# ---- regfile_wb_scheduler ----
**src/rtl/regfile_wb_scheduler_pkg.sv**
```systemverilog
// Shared constants and types for the register-file write-back scheduler.
//   REG_ADDR_W : register address width (32 architectural registers)
//   XLEN       : data width
//   sched_st_e : scheduler state encoding (IDLE=0, DIV_PEND=1, RESULT_HELD=2)
package regfile_wb_scheduler_pkg;

   localparam int unsigned REG_ADDR_W = 5;
   localparam int unsigned XLEN       = 32;

   typedef enum logic [1:0] {
      StIdle       = 2'd0,
      StDivPend    = 2'd1,
      StResultHeld = 2'd2
   } sched_st_e;

endpackage

```
**src/rtl/regfile_wb_scheduler_wb_hold_reg.sv**
```systemverilog
// wb_hold_reg: single-entry buffer for a divider result that lost the
// register-file port to an in-order pipeline write.
//   clk     : clock, rising edge
//   clear_i : synchronous clear (wins over load)
//   load_i  : capture rd_i/data_i and mark the entry valid
//   valid_o : entry holds a result
//   rd_o    : buffered destination register
//   data_o  : buffered result data
module wb_hold_reg
   import regfile_wb_scheduler_pkg::*;
(
   input  logic                  clk,
   input  logic                  clear_i,
   input  logic                  load_i,
   input  logic [REG_ADDR_W-1:0] rd_i,
   input  logic [XLEN-1:0]       data_i,
   output logic                  valid_o,
   output logic [REG_ADDR_W-1:0] rd_o,
   output logic [XLEN-1:0]       data_o
);

   logic                  valid_q;
   logic [REG_ADDR_W-1:0] rd_q;
   logic [XLEN-1:0]       data_q;

   always_ff @(posedge clk) begin
      if (clear_i) begin
         valid_q <= 1'b0;
         rd_q    <= '0;
         data_q  <= '0;
      end else if (load_i) begin
         valid_q <= 1'b1;
         rd_q    <= rd_i;
         data_q  <= data_i;
      end
   end

   assign valid_o = valid_q;
   assign rd_o    = rd_q;
   assign data_o  = data_q;

endmodule

```
**src/rtl/regfile_wb_scheduler.sv**
```systemverilog
// regfile_wb_scheduler: arbitrates the single register-file write port between
// the in-order pipeline write-back (absolute priority) and a multi-cycle
// MUL/DIV unit, buffering a displaced divider result and stalling decode on
// hazards against the outstanding/held destination register.
// Ports:
//   clk, rst                        : clock, synchronous active-high reset
//   pipe_wr_en/addr/data            : pipeline write-back request
//   div_issue, div_issue_rd         : decode issues a divide and its rd
//   div_valid/rd/data, div_ready    : divider result handshake
//   dec_rs1/rs2/rd, dec_stall       : decode operands and stall request
//   rf_wr_en/addr/data              : register-file write port
//   busy                            : a divide is outstanding or held
//   byp_rs1_hit/rs2_hit, byp_data   : held-result bypass
// Configuration: define DIV_RESULT_BYPASS_EN to forward a held result to
// decode source operands instead of stalling on them.
module regfile_wb_scheduler
   import regfile_wb_scheduler_pkg::*;
(
   input  logic                  clk,
   input  logic                  rst,
   input  logic                  pipe_wr_en,
   input  logic [REG_ADDR_W-1:0] pipe_wr_addr,
   input  logic [XLEN-1:0]       pipe_wr_data,
   input  logic                  div_issue,
   input  logic [REG_ADDR_W-1:0] div_issue_rd,
   input  logic                  div_valid,
   input  logic [REG_ADDR_W-1:0] div_rd,
   input  logic [XLEN-1:0]       div_data,
   output logic                  div_ready,
   input  logic [REG_ADDR_W-1:0] dec_rs1,
   input  logic [REG_ADDR_W-1:0] dec_rs2,
   input  logic [REG_ADDR_W-1:0] dec_rd,
   output logic                  dec_stall,
   output logic                  rf_wr_en,
   output logic [REG_ADDR_W-1:0] rf_wr_addr,
   output logic [XLEN-1:0]       rf_wr_data,
   output logic                  busy,
   output logic                  byp_rs1_hit,
   output logic                  byp_rs2_hit,
   output logic [XLEN-1:0]       byp_data
);

   sched_st_e             state_q;
   logic [REG_ADDR_W-1:0] pend_rd_q;

   logic                  hold_valid;
   logic [REG_ADDR_W-1:0] hold_rd;
   logic [XLEN-1:0]       hold_data;

   logic st_pend, st_held;
   logic div_fire;
   logic hold_load, hold_clear;

   assign st_pend  = (state_q == StDivPend);
   assign st_held  = (state_q == StResultHeld);
   // Results arriving with nothing outstanding are dropped.
   assign div_fire = div_valid && st_pend;
   assign hold_load  = div_fire && pipe_wr_en;
   assign hold_clear = rst || (st_held && !pipe_wr_en);

   always_ff @(posedge clk) begin
      if (rst) begin
         state_q   <= StIdle;
         pend_rd_q <= '0;
      end else begin
         case (state_q)
            StIdle: begin
               if (div_issue) begin
                  state_q   <= StDivPend;
                  pend_rd_q <= div_issue_rd;
               end
            end
            StDivPend: begin
               if (div_valid) begin
                  state_q <= pipe_wr_en ? StResultHeld : StIdle;
               end
            end
            StResultHeld: begin
               if (!pipe_wr_en) begin
                  state_q <= StIdle;
               end
            end
            default: state_q <= StIdle;
         endcase
      end
   end

   wb_hold_reg u_hold (
      .clk     (clk),
      .clear_i (hold_clear),
      .load_i  (hold_load),
      .rd_i    (div_rd),
      .data_i  (div_data),
      .valid_o (hold_valid),
      .rd_o    (hold_rd),
      .data_o  (hold_data)
   );

   // Write-port arbitration: pipeline, then a fresh divider result, then the
   // held entry. Writes to x0 are squashed and the port reads as all zero.
   logic [REG_ADDR_W-1:0] wr_addr;
   logic [XLEN-1:0]       wr_data;
   logic                  wr_req;

   always_comb begin
      wr_req  = 1'b0;
      wr_addr = '0;
      wr_data = '0;
      if (pipe_wr_en) begin
         wr_req  = 1'b1;
         wr_addr = pipe_wr_addr;
         wr_data = pipe_wr_data;
      end else if (div_fire) begin
         wr_req  = 1'b1;
         wr_addr = div_rd;
         wr_data = div_data;
      end else if (st_held && hold_valid) begin
         wr_req  = 1'b1;
         wr_addr = hold_rd;
         wr_data = hold_data;
      end
   end

   // Hazard compare against whichever rd is live in the current state.
   logic [REG_ADDR_W-1:0] live_rd;
   logic                  live;
   logic                  m_rs1, m_rs2, m_rd;
   logic                  src_stall;

   assign live    = st_pend || st_held;
   assign live_rd = st_pend ? pend_rd_q : hold_rd;
   assign m_rs1   = live && (dec_rs1 != '0) && (dec_rs1 == live_rd);
   assign m_rs2   = live && (dec_rs2 != '0) && (dec_rs2 == live_rd);
   assign m_rd    = live && (dec_rd != '0) && (dec_rd == live_rd);

`ifdef DIV_RESULT_BYPASS_EN
   // A held result is forwarded to sources, so only a pending rd blocks them.
   assign src_stall = st_pend && (m_rs1 || m_rs2);

   always_comb begin
      byp_rs1_hit = 1'b0;
      byp_rs2_hit = 1'b0;
      byp_data    = '0;
      if (!rst && st_held) begin
         byp_rs1_hit = m_rs1;
         byp_rs2_hit = m_rs2;
         if (m_rs1 || m_rs2) begin
            byp_data = hold_data;
         end
      end
   end
`else
   assign src_stall   = m_rs1 || m_rs2;
   assign byp_rs1_hit = 1'b0;
   assign byp_rs2_hit = 1'b0;
   assign byp_data    = '0;
`endif

   // Outputs are forced to their idle values while reset is asserted.
   always_comb begin
      rf_wr_en   = 1'b0;
      rf_wr_addr = '0;
      rf_wr_data = '0;
      if (!rst && wr_req && (wr_addr != '0)) begin
         rf_wr_en   = 1'b1;
         rf_wr_addr = wr_addr;
         rf_wr_data = wr_data;
      end
   end

   assign div_ready = rst || !st_held;
   assign busy      = !rst && (state_q != StIdle);
   assign dec_stall = !rst && (state_q != StIdle) && (div_issue || src_stall || m_rd);

endmodule

```
**config.mk**
```make
export PLATFORM = sky130hd
export DESIGN_NAME = regfile_wb_scheduler
export DESIGN_NICKNAME = d
export VERILOG_FILES = /design/src/rtl/regfile_wb_scheduler_pkg.sv /design/src/rtl/regfile_wb_scheduler_wb_hold_reg.sv /design/src/rtl/regfile_wb_scheduler.sv
export SDC_FILE = /design/constraint.sdc
export NUM_CORES = 1
export LEC_CHECK = 0
export ABC_AREA = 0
export CORE_ASPECT_RATIO = 1.1
export CORE_UTILIZATION = 42
export DETAILED_ROUTE_END_ITERATION = 16
export PLACE_DENSITY = 0.84
export SLEW_MARGIN = 10
export SYNTH_ARGS = -nofsm -noshare
export SYNTH_HDL_FRONTEND = slang
export SYNTH_SLANG_ARGS = --single-unit
```
**constraint.sdc**
```tcl
create_clock -name clk -period 7.2 [get_ports clk]
set_input_delay 1.44 -clock clk [delete_from_list [all_inputs] [get_ports clk]]
set_output_delay 1.44 -clock clk [all_outputs]
set_load 0.005 [all_outputs]
```
# ---- fp16_quant_unit ----
[config.mk]
export PLATFORM = sky130hd
export DESIGN_NAME = fp16_quant_unit
export DESIGN_NICKNAME = d
export VERILOG_FILES = /design/src/rtl/fp16_pkg.sv /design/src/rtl/rne_shift_sat.sv /design/src/rtl/fp16_quant_unit.sv
export SDC_FILE = /design/constraint.sdc
export NUM_CORES = 1
export LEC_CHECK = 0
export CAP_MARGIN = 0
export CORE_MARGIN = 2
export CORE_UTILIZATION = 55
export CTS_BUF_LIST = sky130_fd_sc_hd__clkbuf_8 sky130_fd_sc_hd__clkbuf_16
export CTS_CLUSTER_DIAMETER = 60
export DETAILED_ROUTE_END_ITERATION = 10
export GPL_TIMING_DRIVEN = 0
export MAX_ROUTING_LAYER = met4
export PLACE_DENSITY = 0.85
export SYNTH_ARGS = -nofsm -noshare
export SYNTH_HDL_FRONTEND = slang
export SYNTH_SLANG_ARGS = --single-unit
[constraint.sdc]
create_clock -name clk -period 6.37 [get_ports clk]
set_input_delay 1.274 -clock clk [delete_from_list [all_inputs] [get_ports clk]]
set_output_delay 1.274 -clock clk [all_outputs]
set_load 0.05 [all_outputs]
[src/rtl/fp16_pkg.sv]
// FP16 field layout, special encodings and helpers shared by the quantizer.
// Contents: field positions/widths, FP16_BIAS, FP16_EXP_MAX, canonical NaN
// and +/-Inf encodings, the fp16_t struct, the element-kind enum and
// operand classification functions.
package fp16_pkg;

  localparam int unsigned FP16_W        = 16;
  localparam int unsigned FP16_SIGN_POS = 15;
  localparam int unsigned FP16_EXP_MSB  = 14;
  localparam int unsigned FP16_EXP_LSB  = 10;
  localparam int unsigned FP16_MANT_MSB = 9;
  localparam int unsigned FP16_MANT_LSB = 0;
  localparam int unsigned FP16_EXP_W    = 5;
  localparam int unsigned FP16_MANT_W   = 10;

  localparam int unsigned FP16_BIAS    = 15;
  localparam int unsigned FP16_EXP_MAX = 31;

  localparam logic [FP16_W-1:0] FP16_QNAN    = 16'h7E00;
  localparam logic [FP16_W-1:0] FP16_POS_INF = 16'h7C00;
  localparam logic [FP16_W-1:0] FP16_NEG_INF = 16'hFC00;

  // Product of two 11-bit significands and the exponent offset that makes
  // value = P * 2^(ea + eb - PROD_EXP_OFFS).
  localparam int unsigned PROD_W        = 22;
  localparam int unsigned PROD_EXP_OFFS = 2 * FP16_BIAS + 2 * FP16_MANT_W;

  typedef struct packed {
    logic                   sign;
    logic [FP16_EXP_W-1:0]  expo;
    logic [FP16_MANT_W-1:0] mant;
  } fp16_t;

  // Result class decided in the first stage.
  typedef enum logic [1:0] {
    QK_ZERO = 2'd0,
    QK_SAT  = 2'd1,
    QK_NORM = 2'd2
  } qkind_e;

  // Subnormals are flushed, so exp==0 means zero.
  function automatic logic fp16_is_zero(input fp16_t x);
    return x.expo == '0;
  endfunction

  function automatic logic fp16_is_inf(input fp16_t x);
    return (x.expo == 5'(FP16_EXP_MAX)) && (x.mant == '0);
  endfunction

  function automatic logic fp16_is_nan(input fp16_t x);
    return (x.expo == 5'(FP16_EXP_MAX)) && (x.mant != '0);
  endfunction

endpackage

[src/rtl/rne_shift_sat.sv]
// Combinational right shift with round-to-nearest-even and clamp.
// Ports:
//   p_i   [21:0]     significand product P
//   k_i   [5:0]      right shift amount; 0 means value >= P (always clamps)
//   mag_o [OUT_W-2:0] rounded magnitude, clamped to 2^(OUT_W-1)-1
//   sat_o            magnitude was clamped
module rne_shift_sat
  import fp16_pkg::*;
#(
  parameter int unsigned OUT_W = 8
) (
  input  logic [PROD_W-1:0] p_i,
  input  logic [5:0]        k_i,
  output logic [OUT_W-2:0]  mag_o,
  output logic              sat_o
);

  localparam int unsigned      RW   = PROD_W + 1;
  localparam logic [OUT_W-2:0] MAXV = '1;

  logic              in_range;
  logic [PROD_W-1:0] shifted;
  logic [PROD_W-1:0] guard_mask;
  logic              guard;
  logic              sticky;
  logic              round_up;
  logic [RW-1:0]     rounded;

  always_comb begin
    in_range   = (k_i != '0) && (k_i <= 6'(PROD_W));
    shifted    = '0;
    guard_mask = '0;
    if (k_i == '0) begin
      shifted = p_i;
    end else if (in_range) begin
      shifted    = p_i >> k_i;
      guard_mask = PROD_W'(1) << (k_i - 6'd1);
    end
    // Sticky covers every bit below the guard position.
    guard    = |(p_i & guard_mask);
    sticky   = |(p_i & (guard_mask - PROD_W'(1))) & in_range;
    round_up = guard && (sticky || shifted[0]);
    rounded  = {1'b0, shifted} + RW'(round_up);
    sat_o    = rounded > RW'(MAXV);
    mag_o    = sat_o ? MAXV : rounded[OUT_W-2:0];
  end

endmodule

[src/rtl/fp16_quant_unit.sv]
// Three-stage FP16 -> signed OUT_W-bit quantizer (x * inv_scale, RNE, clamp).
// Ports:
//   clk, rst_n                  clock, async active-low reset
//   in_valid/in_ready           input handshake
//   in_data, in_inv_scale       FP16 activation and inverse scale
//   in_last                     end-of-vector tag
//   out_valid/out_ready         output handshake
//   out_data [OUT_W-1:0]        signed result in [-MAXV, MAXV]
//   out_last, out_sat           aligned tag, clamp flag
//   sat_count [15:0], clr_stats saturating clamp counter and its clear
module fp16_quant_unit
  import fp16_pkg::*;
#(
  parameter int unsigned OUT_W = 8
) (
  input  logic             clk,
  input  logic             rst_n,
  input  logic             in_valid,
  output logic             in_ready,
  input  logic [15:0]      in_data,
  input  logic [15:0]      in_inv_scale,
  input  logic             in_last,
  output logic             out_valid,
  input  logic             out_ready,
  output logic [OUT_W-1:0] out_data,
  output logic             out_last,
  output logic             out_sat,
  output logic [15:0]      sat_count,
  input  logic             clr_stats
);

  localparam logic [OUT_W-2:0] MAXV = '1;

  fp16_t op_a;
  fp16_t op_b;
  logic  advance;

  // Stage 1: classify, multiply significands, sum exponents.
  qkind_e             s1_kind_d,  s1_kind_q;
  logic [PROD_W-1:0]  s1_prod_d,  s1_prod_q;
  logic signed [6:0]  s1_shift_d, s1_shift_q;
  logic               s1_valid_q, s1_last_q, s1_sign_q;

  // Stage 2: shift amount; rounding happens on its outputs.
  qkind_e             s2_kind_q;
  logic [PROD_W-1:0]  s2_prod_q;
  logic [5:0]         s2_k_d, s2_k_q;
  logic               s2_valid_q, s2_last_q, s2_sign_q;

  // Stage 3: clamp, sign, output registers.
  logic [OUT_W-2:0]   rnd_mag;
  logic               rnd_sat;
  logic [OUT_W-2:0]   mag_d;
  logic               sat_d;
  logic [OUT_W-1:0]   data_d;
  logic               out_valid_q, out_last_q, out_sat_q;
  logic [OUT_W-1:0]   out_data_q;
  logic [15:0]        cnt_q;
  logic               cnt_inc;

  assign op_a     = in_data;
  assign op_b     = in_inv_scale;
  assign advance  = !out_valid_q || out_ready;
  assign in_ready = advance;

  always_comb begin
    s1_kind_d = QK_NORM;
    if (fp16_is_nan(op_a) || fp16_is_nan(op_b)) begin
      s1_kind_d = QK_ZERO;
    end else if (fp16_is_inf(op_a) || fp16_is_inf(op_b)) begin
      s1_kind_d = (fp16_is_zero(op_a) || fp16_is_zero(op_b)) ? QK_ZERO : QK_SAT;
    end else if (fp16_is_zero(op_a) || fp16_is_zero(op_b)) begin
      s1_kind_d = QK_ZERO;
    end
  end

  assign s1_prod_d  = PROD_W'({1'b1, op_a.mant}) * PROD_W'({1'b1, op_b.mant});
  assign s1_shift_d = $signed({2'b00, op_a.expo}) + $signed({2'b00, op_b.expo})
                    - $signed(7'(PROD_EXP_OFFS));

  // A non-negative exponent sum maps to k=0, which the rounder always clamps.
  assign s2_k_d = s1_shift_q[6] ? 6'(-s1_shift_q) : '0;

  rne_shift_sat #(
    .OUT_W(OUT_W)
  ) u_rne (
    .p_i   (s2_prod_q),
    .k_i   (s2_k_q),
    .mag_o (rnd_mag),
    .sat_o (rnd_sat)
  );

  always_comb begin
    mag_d = '0;
    sat_d = 1'b0;
    case (s2_kind_q)
      QK_SAT: begin
        mag_d = MAXV;
        sat_d = 1'b1;
      end
      QK_NORM: begin
        mag_d = rnd_mag;
        sat_d = rnd_sat;
      end
      default: ;
    endcase
    // Negating a zero magnitude stays zero, so -0 never appears.
    data_d = s2_sign_q ? -{1'b0, mag_d} : {1'b0, mag_d};
  end

  assign cnt_inc = advance && s2_valid_q && sat_d;

  always_ff @(posedge clk or negedge rst_n) begin
    if (!rst_n) begin
      s1_valid_q  <= 1'b0;
      s1_last_q   <= 1'b0;
      s1_sign_q   <= 1'b0;
      s1_kind_q   <= QK_ZERO;
      s1_prod_q   <= '0;
      s1_shift_q  <= '0;
      s2_valid_q  <= 1'b0;
      s2_last_q   <= 1'b0;
      s2_sign_q   <= 1'b0;
      s2_kind_q   <= QK_ZERO;
      s2_prod_q   <= '0;
      s2_k_q      <= '0;
      out_valid_q <= 1'b0;
      out_data_q  <= '0;
      out_last_q  <= 1'b0;
      out_sat_q   <= 1'b0;
    end else if (advance) begin
      s1_valid_q  <= in_valid;
      s1_last_q   <= in_last;
      s1_sign_q   <= op_a.sign ^ op_b.sign;
      s1_kind_q   <= s1_kind_d;
      s1_prod_q   <= s1_prod_d;
      s1_shift_q  <= s1_shift_d;
      s2_valid_q  <= s1_valid_q;
      s2_last_q   <= s1_last_q;
      s2_sign_q   <= s1_sign_q;
      s2_kind_q   <= s1_kind_q;
      s2_prod_q   <= s1_prod_q;
      s2_k_q      <= s2_k_d;
      out_valid_q <= s2_valid_q;
      out_data_q  <= s2_valid_q ? data_d : '0;
      out_last_q  <= s2_valid_q && s2_last_q;
      out_sat_q   <= s2_valid_q && sat_d;
    end
  end

  always_ff @(posedge clk or negedge rst_n) begin
    if (!rst_n) begin
      cnt_q <= '0;
    end else if (clr_stats) begin
      cnt_q <= '0;
    end else if (cnt_inc && (cnt_q != '1)) begin
      cnt_q <= cnt_q + 16'd1;
    end
  end

  assign out_valid = out_valid_q;
  assign out_data  = out_data_q;
  assign out_last  = out_last_q;
  assign out_sat   = out_sat_q;
  assign sat_count = cnt_q;

endmodule

# ---- pin_capture ----
## config.mk

```make
export PLATFORM = sky130hd
export DESIGN_NAME = pin_capture
export DESIGN_NICKNAME = d
export VERILOG_FILES = /design/src/rtl/bp_pin_pkg.sv /design/src/rtl/pin_filter.sv /design/src/rtl/pin_capture.sv
export SDC_FILE = /design/constraint.sdc
export NUM_CORES = 1
export LEC_CHECK = 0
export ABC_AREA = 1
export ABC_CLOCK_PERIOD_IN_PS = 5800
export CAP_MARGIN = 20
export CORE_MARGIN = 5
export CORE_UTILIZATION = 36
export DETAILED_ROUTE_END_ITERATION = 6
export GPL_TIMING_DRIVEN = 0
export HOLD_SLACK_MARGIN = 0.08
export REMOVE_ABC_BUFFERS = 1
export SYNTH_ARGS = -nofsm -noshare
export SYNTH_HDL_FRONTEND = slang
export SYNTH_HIERARCHICAL = 1
export SYNTH_SLANG_ARGS = --single-unit
export TNS_END_PERCENT = 1
```

## constraint.sdc

```tcl
create_clock -name clk -period 5.8 [get_ports clk]
set_clock_uncertainty 0.2 [all_clocks]
set_input_delay 1.16 -clock clk [delete_from_list [all_inputs] [get_ports clk]]
set_output_delay 1.16 -clock clk [all_outputs]
set_load 0.005 [all_outputs]
```

## src/rtl/bp_pin_pkg.sv

```systemverilog
// Shared definitions for the Bus Pirate pin input path.
//   - Pin index constants for the captured pin vector.
//   - Field offsets inside a captured event word {timestamp, level}.
//   - Default sizes for the capture block.
//   - Helper to size the glitch-filter counter.
package bp_pin_pkg;

  // Bit positions of each pin inside the captured vector.
  localparam int AUX   = 0;
  localparam int MOSI  = 1;
  localparam int MISO  = 2;
  localparam int CLOCK = 3;

  // Default block sizes.
  localparam int DEF_WIDTH       = 2;
  localparam int DEF_FILT_CYCLES = 3;
  localparam int DEF_TS_W        = 16;
  localparam int DEF_DEPTH       = 8;

  // Event word layout: level vector in the low bits, timestamp above it.
  localparam int EVT_LVL_LSB = 0;
  localparam int EVT_TS_LSB  = DEF_WIDTH;

  // Timestamp LSB for a non-default pin count.
  function automatic int evt_ts_lsb(input int width);
    return width;
  endfunction

  // Filter counter must hold FILT_CYCLES-1 with a spare bit of headroom.
  function automatic int filt_cnt_w(input int filt_cycles);
    return $clog2(filt_cycles) + 1;
  endfunction

endpackage

```

## src/rtl/pin_filter.sv

```systemverilog
// Single-pin input conditioning: two-flop synchroniser, persistence filter
// and registered edge pulses.
// Ports:
//   clk, rst_n   : clock, asynchronous active-low reset
//   din          : raw asynchronous pin value
//   level        : filtered level
//   rise, fall   : one-cycle pulses, the cycle after level goes 0->1 / 1->0
//   accept       : high in the cycle whose closing edge updates level
//   level_nxt    : value level takes at the next edge
module pin_filter
  import bp_pin_pkg::*;
#(
  parameter int FILT_CYCLES = DEF_FILT_CYCLES
) (
  input  logic clk,
  input  logic rst_n,
  input  logic din,
  output logic level,
  output logic rise,
  output logic fall,
  output logic accept,
  output logic level_nxt
);

  localparam int CNT_W = filt_cnt_w(FILT_CYCLES);
  localparam logic [CNT_W-1:0] CNT_MAX = CNT_W'(FILT_CYCLES - 1);

  logic             s1;
  logic             s2;
  logic             level_q;
  logic [CNT_W-1:0] cnt;

  // A differing synced value is taken once it has been seen FILT_CYCLES times.
  assign accept    = (s2 != level) && (cnt == CNT_MAX);
  assign level_nxt = accept ? s2 : level;

  always_ff @(posedge clk or negedge rst_n) begin
    if (!rst_n) begin
      s1      <= 1'b0;
      s2      <= 1'b0;
      level   <= 1'b0;
      level_q <= 1'b0;
      cnt     <= '0;
      rise    <= 1'b0;
      fall    <= 1'b0;
    end else begin
      s1 <= din;
      s2 <= s1;
      // Any return to the current level restarts the persistence count.
      if (s2 == level) begin
        cnt <= '0;
      end else if (cnt == CNT_MAX) begin
        level <= s2;
        cnt   <= '0;
      end else begin
        cnt <= cnt + CNT_W'(1);
      end
      // Pulses compare level against its one-cycle-old copy.
      level_q <= level;
      rise    <= level & ~level_q;
      fall    <= ~level & level_q;
    end
  end

endmodule

```

## src/rtl/pin_capture.sv

```systemverilog
// Pin capture: conditions the SB_IO D_IN_0 pin values and logs every filtered
// level change with a timestamp into a first-word-fall-through FIFO.
// Ports:
//   clk, rst_n    : clock, asynchronous active-low reset
//   enable        : runs the timestamp and allows event logging
//   din           : raw pin values (bit 0 AUX, bit 1 MOSI)
//   level         : filtered pin levels
//   rise, fall    : per-bit one-cycle edge pulses (independent of enable)
//   evt_valid     : FIFO holds at least one event
//   evt_ready     : consumer takes the head event
//   evt_data      : head event {timestamp, level}, zero while empty
//   overflow      : sticky, an event was dropped because the FIFO was full
//   clr_overflow  : clears overflow (a simultaneous drop keeps it set)
// Handshake: an event transfers on every clock edge where evt_valid and
// evt_ready are both high; evt_valid/evt_data do not depend on evt_ready.
module pin_capture
  import bp_pin_pkg::*;
#(
  parameter int WIDTH       = DEF_WIDTH,
  parameter int FILT_CYCLES = DEF_FILT_CYCLES,
  parameter int TS_W        = DEF_TS_W,
  parameter int DEPTH       = DEF_DEPTH
) (
  input  logic                  clk,
  input  logic                  rst_n,
  input  logic                  enable,
  input  logic [WIDTH-1:0]      din,
  output logic [WIDTH-1:0]      level,
  output logic [WIDTH-1:0]      rise,
  output logic [WIDTH-1:0]      fall,
  output logic                  evt_valid,
  input  logic                  evt_ready,
  output logic [TS_W+WIDTH-1:0] evt_data,
  output logic                  overflow,
  input  logic                  clr_overflow
);

  localparam int EW     = TS_W + WIDTH;
  localparam int AW     = $clog2(DEPTH);
  localparam int TS_LSB = evt_ts_lsb(WIDTH);

  logic [WIDTH-1:0] accept;
  logic [WIDTH-1:0] level_nxt;

  for (genvar i = 0; i < WIDTH; i++) begin : g_pin
    pin_filter #(
      .FILT_CYCLES (FILT_CYCLES)
    ) u_pin_filter (
      .clk       (clk),
      .rst_n     (rst_n),
      .din       (din[i]),
      .level     (level[i]),
      .rise      (rise[i]),
      .fall      (fall[i]),
      .accept    (accept[i]),
      .level_nxt (level_nxt[i])
    );
  end

  // Timestamp: free-running while enabled, parked at zero otherwise.
  logic [TS_W-1:0] ts;

  always_ff @(posedge clk or negedge rst_n) begin
    if (!rst_n) begin
      ts <= '0;
    end else if (enable) begin
      ts <= ts + TS_W'(1);
    end else begin
      ts <= '0;
    end
  end

  // Event FIFO.
  logic [EW-1:0] mem [DEPTH];
  logic [AW-1:0] wr_ptr;
  logic [AW-1:0] rd_ptr;
  logic [AW:0]   count;
  logic          full;
  logic          push_req;
  logic          pop;
  logic          do_push;
  logic          drop;
  logic [EW-1:0] entry;

  always_comb begin
    entry                          = '0;
    entry[TS_LSB +: TS_W]          = ts;
    entry[EVT_LVL_LSB +: WIDTH]    = level_nxt;
  end

  assign full      = (count == (AW+1)'(DEPTH));
  assign evt_valid = (count != '0);
  assign push_req  = enable & (|accept);
  assign pop       = evt_valid & evt_ready;
  // A pop in the same cycle frees the slot a full FIFO needs for the push.
  assign do_push   = push_req & (~full | pop);
  assign drop      = push_req & full & ~pop;
  assign evt_data  = evt_valid ? mem[rd_ptr] : '0;

  always_ff @(posedge clk) begin
    if (do_push) begin
      mem[wr_ptr] <= entry;
    end
  end

  always_ff @(posedge clk or negedge rst_n) begin
    if (!rst_n) begin
      wr_ptr   <= '0;
      rd_ptr   <= '0;
      count    <= '0;
      overflow <= 1'b0;
    end else begin
      if (do_push) begin
        wr_ptr <= wr_ptr + AW'(1);
      end
      if (pop) begin
        rd_ptr <= rd_ptr + AW'(1);
      end
      case ({do_push, pop})
        2'b10:   count <= count + (AW+1)'(1);
        2'b01:   count <= count - (AW+1)'(1);
        default: count <= count;
      endcase
      if (drop) begin
        overflow <= 1'b1;
      end else if (clr_overflow) begin
        overflow <= 1'b0;
      end
    end
  end

endmodule

```

# ---- pgm_sched ----
$ cat src/rtl/pgm_sched.sv
// Replays a stored packet template from RAM lines 0..last_addr onto the
// data/valid stream, with inter-packet gap, alf back-pressure and run control.
module pgm_sched #(
  parameter int unsigned ADDR_W = 7,
  parameter int unsigned CNT_W  = 32,
  parameter int unsigned GAP_W  = 16
) (
  input  logic              clk,
  input  logic              rst_n,
  input  logic              cfg_start,
  input  logic              cfg_stop,
  input  logic [CNT_W-1:0]  cfg_pkt_num,
  input  logic [GAP_W-1:0]  cfg_gap,
  input  logic [ADDR_W-1:0] cfg_last_addr,
  input  logic              in_alf,
  output logic              rd2ram_rd,
  output logic [ADDR_W-1:0] rd2ram_addr,
  input  logic [143:0]      ram2rd_rdata,
  output logic [133:0]      out_data,
  output logic              out_data_wr,
  output logic              out_valid,
  output logic              out_valid_wr,
  output logic              sent_start_flag,
  output logic              sent_finish_flag,
  output logic [CNT_W-1:0]  sent_cnt,
  output logic              busy
);

  localparam int unsigned DATA_W = 134;

  typedef enum logic [2:0] {
    S_IDLE,
    S_WAIT,
    S_READ,
    S_EOP,
    S_GAP
  } state_t;

  state_t             state;
  logic [CNT_W-1:0]   pkt_num_q;
  logic [GAP_W-1:0]   gap_q;
  logic [ADDR_W-1:0]  last_q;
  logic [GAP_W-1:0]   gap_cnt;
  logic               stop_pending;
  logic               done_c;
  logic               ram_unused;

  // The RAM carries 10 spare bits above the 134-bit stream word.
  assign ram_unused = ^ram2rd_rdata[143:DATA_W];

  // Run ends on the packet that reaches the target count, or on any stop seen so far.
  assign done_c = ((pkt_num_q != '0) && ((sent_cnt + CNT_W'(1)) == pkt_num_q))
                  || stop_pending || cfg_stop;

  always_ff @(posedge clk or negedge rst_n) begin
    if (!rst_n) begin
      state            <= S_IDLE;
      pkt_num_q        <= '0;
      gap_q            <= '0;
      last_q           <= '0;
      gap_cnt          <= '0;
      stop_pending     <= 1'b0;
      rd2ram_rd        <= 1'b0;
      rd2ram_addr      <= '0;
      out_data         <= '0;
      out_data_wr      <= 1'b0;
      out_valid        <= 1'b0;
      out_valid_wr     <= 1'b0;
      sent_start_flag  <= 1'b0;
      sent_finish_flag <= 1'b0;
      sent_cnt         <= '0;
      busy             <= 1'b0;
    end else begin
      rd2ram_rd        <= 1'b0;
      out_data_wr      <= 1'b0;
      out_valid        <= 1'b0;
      out_valid_wr     <= 1'b0;
      sent_start_flag  <= 1'b0;
      sent_finish_flag <= 1'b0;

      if (cfg_stop && (state != S_IDLE)) stop_pending <= 1'b1;

      case (state)
        S_IDLE: begin
          if (cfg_start) begin
            pkt_num_q       <= cfg_pkt_num;
            gap_q           <= cfg_gap;
            last_q          <= cfg_last_addr;
            sent_cnt        <= '0;
            stop_pending    <= 1'b0;
            sent_start_flag <= 1'b1;
            busy            <= 1'b1;
            if (!in_alf) begin
              state       <= S_READ;
              rd2ram_rd   <= 1'b1;
              rd2ram_addr <= '0;
            end else begin
              state <= S_WAIT;
            end
          end
        end

        S_WAIT: begin
          if (!in_alf) begin
            state       <= S_READ;
            rd2ram_rd   <= 1'b1;
            rd2ram_addr <= '0;
          end
        end

        // Word for the address issued this cycle is captured at the closing edge.
        S_READ: begin
          out_data_wr <= 1'b1;
          out_data    <= ram2rd_rdata[DATA_W-1:0];
          if (rd2ram_addr == last_q) begin
            state        <= S_EOP;
            out_valid    <= 1'b1;
            out_valid_wr <= 1'b1;
          end else begin
            rd2ram_rd   <= 1'b1;
            rd2ram_addr <= rd2ram_addr + ADDR_W'(1);
          end
        end

        S_EOP: begin
          sent_cnt <= sent_cnt + CNT_W'(1);
          if (done_c) begin
            state            <= S_IDLE;
            sent_finish_flag <= 1'b1;
            busy             <= 1'b0;
            stop_pending     <= 1'b0;
          end else if (gap_q != '0) begin
            state   <= S_GAP;
            gap_cnt <= gap_q;
          end else if (!in_alf) begin
            state       <= S_READ;
            rd2ram_rd   <= 1'b1;
            rd2ram_addr <= '0;
          end else begin
            state <= S_WAIT;
          end
        end

        S_GAP: begin
          if (gap_cnt == GAP_W'(1)) begin
            if (!in_alf) begin
              state       <= S_READ;
              rd2ram_rd   <= 1'b1;
              rd2ram_addr <= '0;
            end else begin
              state <= S_WAIT;
            end
          end else begin
            gap_cnt <= gap_cnt - GAP_W'(1);
          end
        end

        default: state <= S_IDLE;
      endcase
    end
  end

endmodule
$ cat config.mk
export PLATFORM = sky130hd
export DESIGN_NAME = pgm_sched
export DESIGN_NICKNAME = d
export VERILOG_FILES = /design/src/rtl/pgm_sched.sv
export SDC_FILE = /design/constraint.sdc
export NUM_CORES = 1
export LEC_CHECK = 0
export CORE_AREA = 2 2 155 172
export DETAILED_ROUTE_END_ITERATION = 16
export DIE_AREA = 0 0 157 174
export PLACE_DENSITY_LB_ADDON = 0.2
export SYNTH_ARGS = -nofsm -noshare
export SYNTH_HDL_FRONTEND = slang
export SYNTH_SLANG_ARGS = --single-unit
$ cat constraint.sdc
create_clock -name clk -period 3.83 [get_ports clk]
set_input_delay 0.383 -clock clk [delete_from_list [all_inputs] [get_ports clk]]
set_output_delay 0.383 -clock clk [all_outputs]
set_load 0.02 [all_outputs]
**regfile_wb_scheduler: metal 2**

Scale: 4 px per µm.
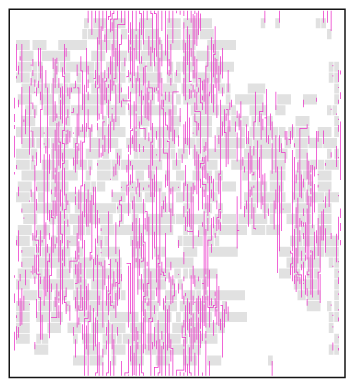
longest straight run: 36.0 µm
wire length on this layer: 4450 µm
share of all routed wire: 49%
nets with wire on the layer: 567

==> run notes, regfile_wb_scheduler <==
Implementation status.

- The flow ran to the end, and the final reports show no timing, DRC or antenna violations.
- The maximum number of pins on one net before global-route repair is 39.
- In the floorplan report the effective utilization is 0.436.
- The count of cells in the finished layout, fillers not included, comes to 627.
- The synthesized flop and latch total is between 40 and 50.
- Once detail routing completed, the nets flagged for antenna violations numbered 0.
- The sum of met2 wire segment lengths after detailed routing is 4450 µm.
- By instance count, the leading cell after synthesis is sky130_fd_sc_hd__nand2_1.
- In this run the maximum-capacitance check reported violations numbering 0.
- The logic share of the area is 0.421.
- Per Yosys stat, the portion of area used by sequential elements is 0.293.
- STA classifies the critical path endpoint as an output port.
- The post-placement cell area is 4300 µm².
- For this block, the initial DRC count from the detailed router was 174.
- The final layout contains 644 nets.
- According to the timing report, the critical path is captured at rf_wr_data[31].
- In this run the most used layer during global routing was met2.
- For reference, the mux area share after synthesis is 0.0167.
- The headroom to the max-slew limit is 0.139.
- The kind of cell with the highest combined delay along the critical path is buffers and inverters.
- The cell count listed in synth_stat.txt is 428.
- Yosys reports a chip area of 3070 µm².
- The net switching power in the latest report is 0.175 mW.
- The proportion of cell area spent on the clock network is 0.0197.
- The global routing met1 resource utilization is 0.259.
==> regfile_wb_scheduler: power groups by stage <==
stage | sequential [mW] | combinational (mW) | clock [mW]
2_1_floorplan | 0.267 | 0.104 | 0
5_1_grt | 0.264 | 0.203 | 0.170
4_1_cts | 0.263 | 0.186 | 0.160
3_3_place_gp | 0.268 | 0.181 | 0
3_5_place_dp | 0.269 | 0.185 | 0
6_report | 0.263 | 0.186 | 0.159
==> regfile_wb_scheduler: sequential cells by signal, indices dropped and copies added, names as in the netlist <==
signal / cells
pend_rd_q: 5
state_q: 2
u_hold.data_o: 32
u_hold.rd_o: 5
u_hold.valid_o: 1
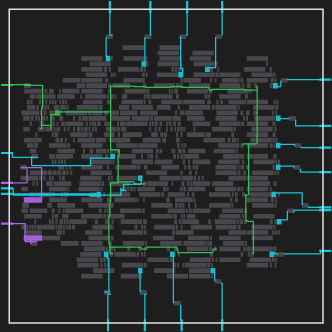
**Above:** pin_capture (I/O nets highlighted).
Scale: 2 px per µm.
| colour | port | bits | direction | end cells | wire |
|---|---|---|---|---|---|
| purple | fall | 2 | output | 2 | 70.6 µm |
| green | evt_valid | 1 | output | 1 | 431 µm |
| cyan | evt_data | 18 | output | 18 | 582 µm |
num ports: 33
number of port buffers: 32

==> run notes, pin_capture <==
Implementation status.

- Counting distinct cell types in the post-synthesis netlist gives 35.
- The setup TNS after final layout is 0 ns.
- The flow ran to the end, and the final reports show no timing, DRC or antenna violations.
- The total power is 4.22 mW.
- The global-route total usage across every layer is 0.137.
- The layout cell share with drive strength beyond 1 is 0.116.
- The post-route utilization of the core is recorded as 0.430.
- As reported, the later end of the worst-skew pair has a clock insertion delay of 0.43 ns.
- The clock network power consumption is 1.10 mW.
- The non-clock buffer contribution to total cell area is 0.0593.
- The most flop-heavy register is mem.
- For this run, global-route usage on met1 was measured as 0.166.
- The worst slack at placement is 1.39 ns.
- In this run the post-CTS setup repair buffer count came out at 0.
- At the pin with the least slew margin, the transition time is slightly above 0.9 ns.
- The antenna diode count is 0.
- The total routed wire length on the met1 layer is 6800 µm.
- For reference, the top logic cell family by area is simple AND/OR/NAND/NOR gates.
- The sequential element share of the synthesized area is 0.709.
- The gate family responsible for the most delay along the worst path is buffers and inverters.
- Warnings raised by the tools during the run amount to 25.
- The power report attributes to the clock group a share of 0.260.
- The maximum number of pins on one net before global-route repair is 74.
==> pin_capture: cells in the mapped netlist (all sizes together) <==
cell type / n
or2: 1
a21oi: 13
nor3b: 1
edfxtp: 144
buf: 12
nor4: 1
nand4: 4
a31oi: 18
clkbuf: 16
o22ai: 19
nor2: 142
dfrtp: 45
clkinv: 3
inv: 40
o21ai: 103
ha: 4
nor3: 6
o21bai: 1
xor2: 5
nand2: 62
xnor2: 3
nand3: 14
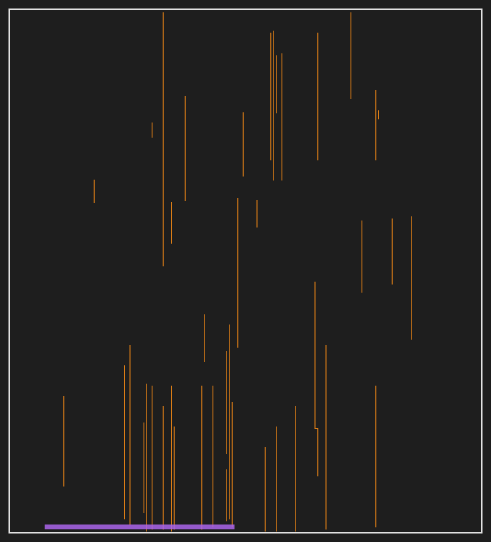
**Above:** pgm_sched (signal wires by layer).
Scale: 3 px per µm. Two of the layers only.
| colour | layer | wire length |
|---|---|---|
| orange | met4 | 1500 µm |
| purple | met5 | 61.6 µm |
total length of routed wires: 37400 µm
total via count in the routed design: 11.1k
global routing usage summed across all routing layers: 0.274

**pgm_sched: clock routing**

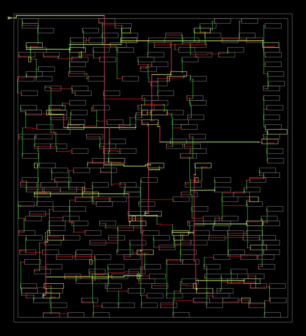
insertion delay of the later-clocked pin in the worst-skew pair: 0.54 ns
count of clock tree sinks: 254
number of CTS-inserted buffers: 27
# clk buffers: 39

==> run notes, pgm_sched <==
Implementation status.

- The number of gates resized after CTS was 0.
- The global routing met1 resource utilization is 0.336.
- Warnings reported by Yosys during synthesis add up to 0.
- The synthesized netlist occupies a cell area of 11900 µm².
- Per the final timing report, the hold violations number ~48.
- The slew at the pin closest to its max-slew limit is about 1.0 ns.
- In this run the top signal layer used is met5.
- The flow ran to the end, but the final reports show violations.
- The sequential cell area is around 6400 µm².
- The origin of the worst setup path is sent_cnt[3].
- For this sky-water flow run, the detailed-routed wirelength per cell is reported as approximately 18 µm.
- Among all stages on the critical path, the largest delay is contributed by sky130_fd_sc_hd__and4_1.
- The area fraction of the dominant cell type after synthesis is 0.535.
- The proportion of cell area spent on the clock network is 0.0507.
- For this block, the initial DRC count from the detailed router was 733.
- The total number of H-tree levels is 1.
- The final reports fail on negative hold slack.
- The kind of cell with the highest combined delay along the critical path is simple AND/OR/NAND/NOR gates.
- The synth_stat.txt file lists the number of cells as 1393.
- The worst setup path is launched from a flop.
- The cell taking the most area after synthesis is sky130_fd_sc_hd__dfrtp_1.
- The most critical hold endpoint after final layout shows a slack of -0.0623 ns.
- The global routing's busiest layer is met2.
- The number of core rows is around 62.
[pgm_sched: placed cells by master (no fill, tap or decap), drive strengths merged, types with 10 or more instances in the layout]
cell type,count
nand2,629
clkdlybuf4s50,372
dfrtp,254
o21ai,71
clkbuf,39
nor2,36
xnor2,31
nor3,29
nand3,28
a21oi,26
nor4,23
xor2,20
buf,20
inv,15
nand4,14
o31ai,11
and4,10
[pgm_sched: power by group]
group	switching [mW]	total (mW)	internal [mW]
Combinational	3.60	6.14	2.55
Sequential	0.871	4.70	3.83
Clock	1.05	2.56	1.50
**fp16_quant_unit: signal wires by layer**

Scale: 4 px per µm. Two of the layers only.
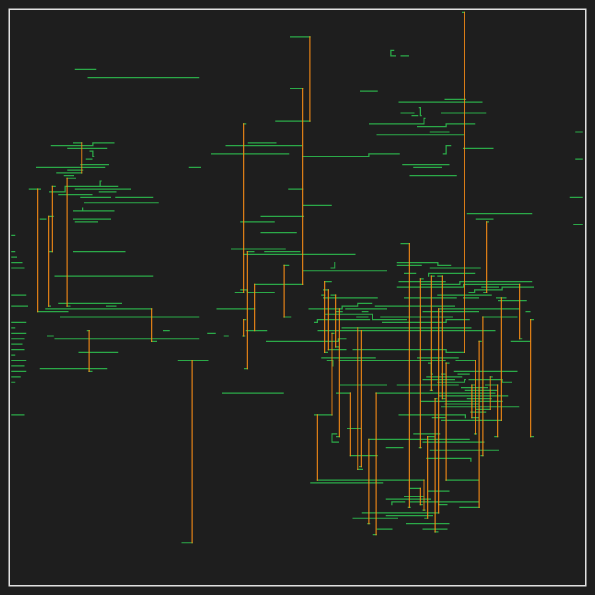
| colour | layer | wire length |
|---|---|---|
| green | met3 | 2000 µm |
| orange | met4 | 1210 µm |

==> run notes, fp16_quant_unit <==
Implementation status.

- The final layout contains a sequential cell count of 94.
- met1 track demand over resource after global routing is 0.380.
- The critical path in the final layout is reported with a setup slack of 0.217 ns.
- The flow ran to the end, and the final reports show no timing, DRC or antenna violations.
- On met3, the global router reports a usage of 0.0397.
- In this run the cell area of the synthesized design comes to 10700 µm².
- The fraction of cell area in sequential cells is reported as 0.194.
- The layout cell share with drive strength beyond 1 is 0.0800.
- The most instantiated library cell after synthesis is sky130_fd_sc_hd__nand2_1.
- The largest single stage delay on the critical path is 0.55 ns.
- The count of hold-fix buffers inserted at cts is 0.
- The die boundary width is ~140 µm.
- The portion of synthesized area spent on multiplexers is 0.0602.
- Listed in order, past its start point the critical path passes dlygate4sd2_1, and2_1, fa_1, fa_1, fa_1, inv_1, fa_1, fa_1, inv_1, ha_1, o21a_1, o211ai_1, a31oi_2, buf_4, a21o_1, a21oi_1, xor2_1, a21oi_1.
- Yosys attributes the largest share of cell area to sky130_fd_sc_hd__dfrtp_1 (22%), sky130_fd_sc_hd__fa_1 (15%), sky130_fd_sc_hd__ha_1 (8.7%).
- The power report attributes to the clock group a share of 0.085.
- The share of flip-flops with an asynchronous set or reset after synthesis is 1.00.
- The CTS buffer count is 9.
==> fp16_quant_unit: worst paths after layout <==
check,from,to,slack (ns),cells after the start
worst max-delay path,in_inv_scale[9],s1_prod_q[17],0.22,18
worst min-delay path,s1_prod_q[1],s1_prod_q[1],0.48,2
worst max register to register,s2_k_q[4],out_data[6],0.51,18
worst min register to register,s1_prod_q[1],s1_prod_q[1],0.48,2
max in group asynchronous,rst_n,s2_prod_q[16],4.79,2
min in group asynchronous,rst_n,sat_count[3],0.92,1

==> notes/layouts.md <==
Pictures saved along the way, in no particular order.

Close-up of the layout.
Plate I
Region (108, 120) to (128, 140) µm. Cells in grey, sequential cells in the stronger grey; small squares are vias.
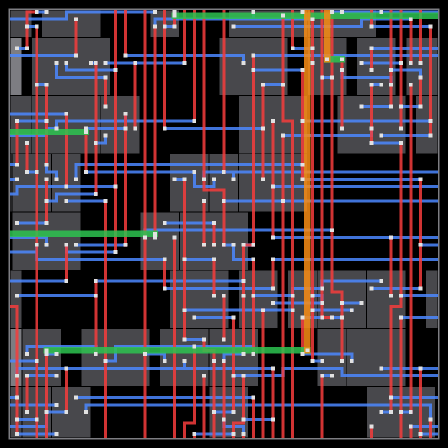
Plate II
Region (107, 107) to (127, 127) µm. Cells in grey, sequential cells in the stronger grey; small squares are vias.
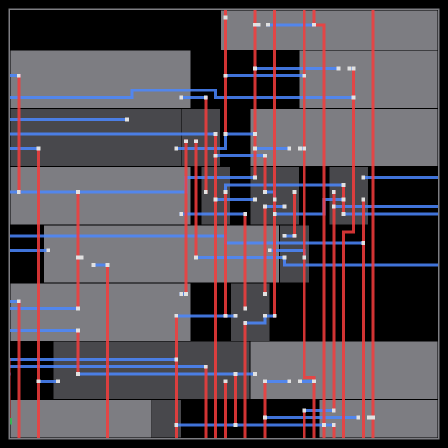
Plate III
Region (98, 98) to (118, 118) µm. Cells in grey, sequential cells in the stronger grey; small squares are vias.
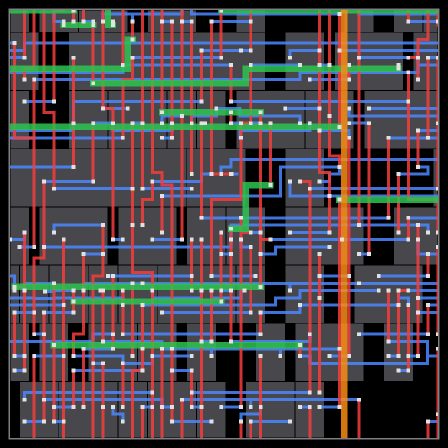
Plate IV
Region (53, 59) to (73, 79) µm. Cells in grey, sequential cells in the stronger grey; small squares are vias.
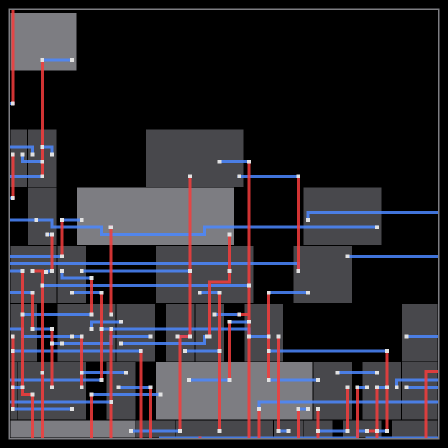
Plate I: pgm_sched
Plate III: fp16_quant_unit
Plate IV: regfile_wb_scheduler
Plate II: pin_capture

Key to Plate I:
| colour | layer |
|---|---|
| blue | met1 |
| orange | met4 |
| green | met3 |
| red | met2 |
cells with their middle in the window: 32
most frequent: o21ai_0 (4)
sequential cells in the window: 0



==> gallery <==
I/O nets highlighted.
picture 1
Scale: 2 px per µm.
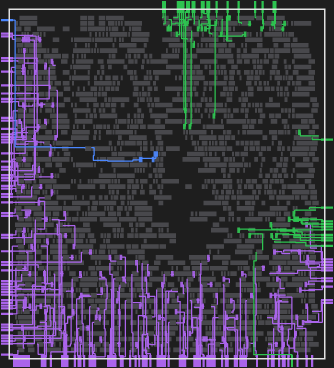
picture 2
Scale: 2 px per µm.
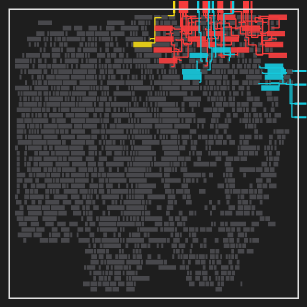
picture 3
Scale: 4 px per µm.
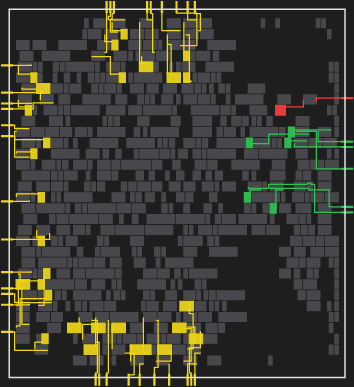
pgm_sched -> picture 1
fp16_quant_unit -> picture 2
regfile_wb_scheduler -> picture 3
- largest die: picture 1
- fewest cells: picture 3

Key to picture 2:
| colour | port | bits | direction | end cells | wire |
|---|---|---|---|---|---|
| cyan | out_data | 8 | output | 8 | 241 µm |
| red | sat_count | 16 | output | 16 | 662 µm |
| yellow | out_last | 1 | output | 1 | 26.1 µm |


==> layout pictures side by side <==
Metal 2.
Scale: 2 px per µm.
(a)
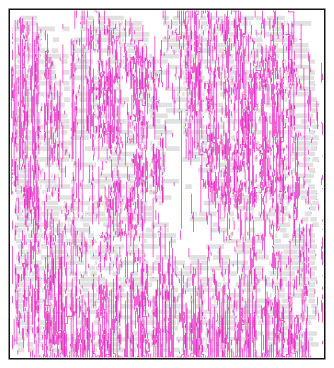
(b)
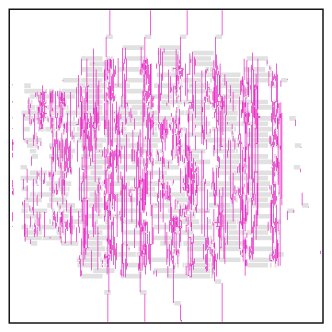
(c)
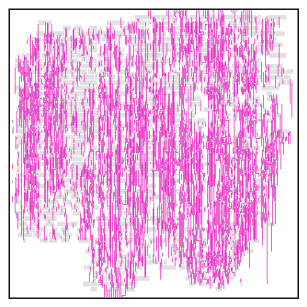
The one with the smallest die is (c).
(b) is pin_capture.
(c) is fp16_quant_unit.
(a) is pgm_sched.

Power and IR drop assume default switching activity.
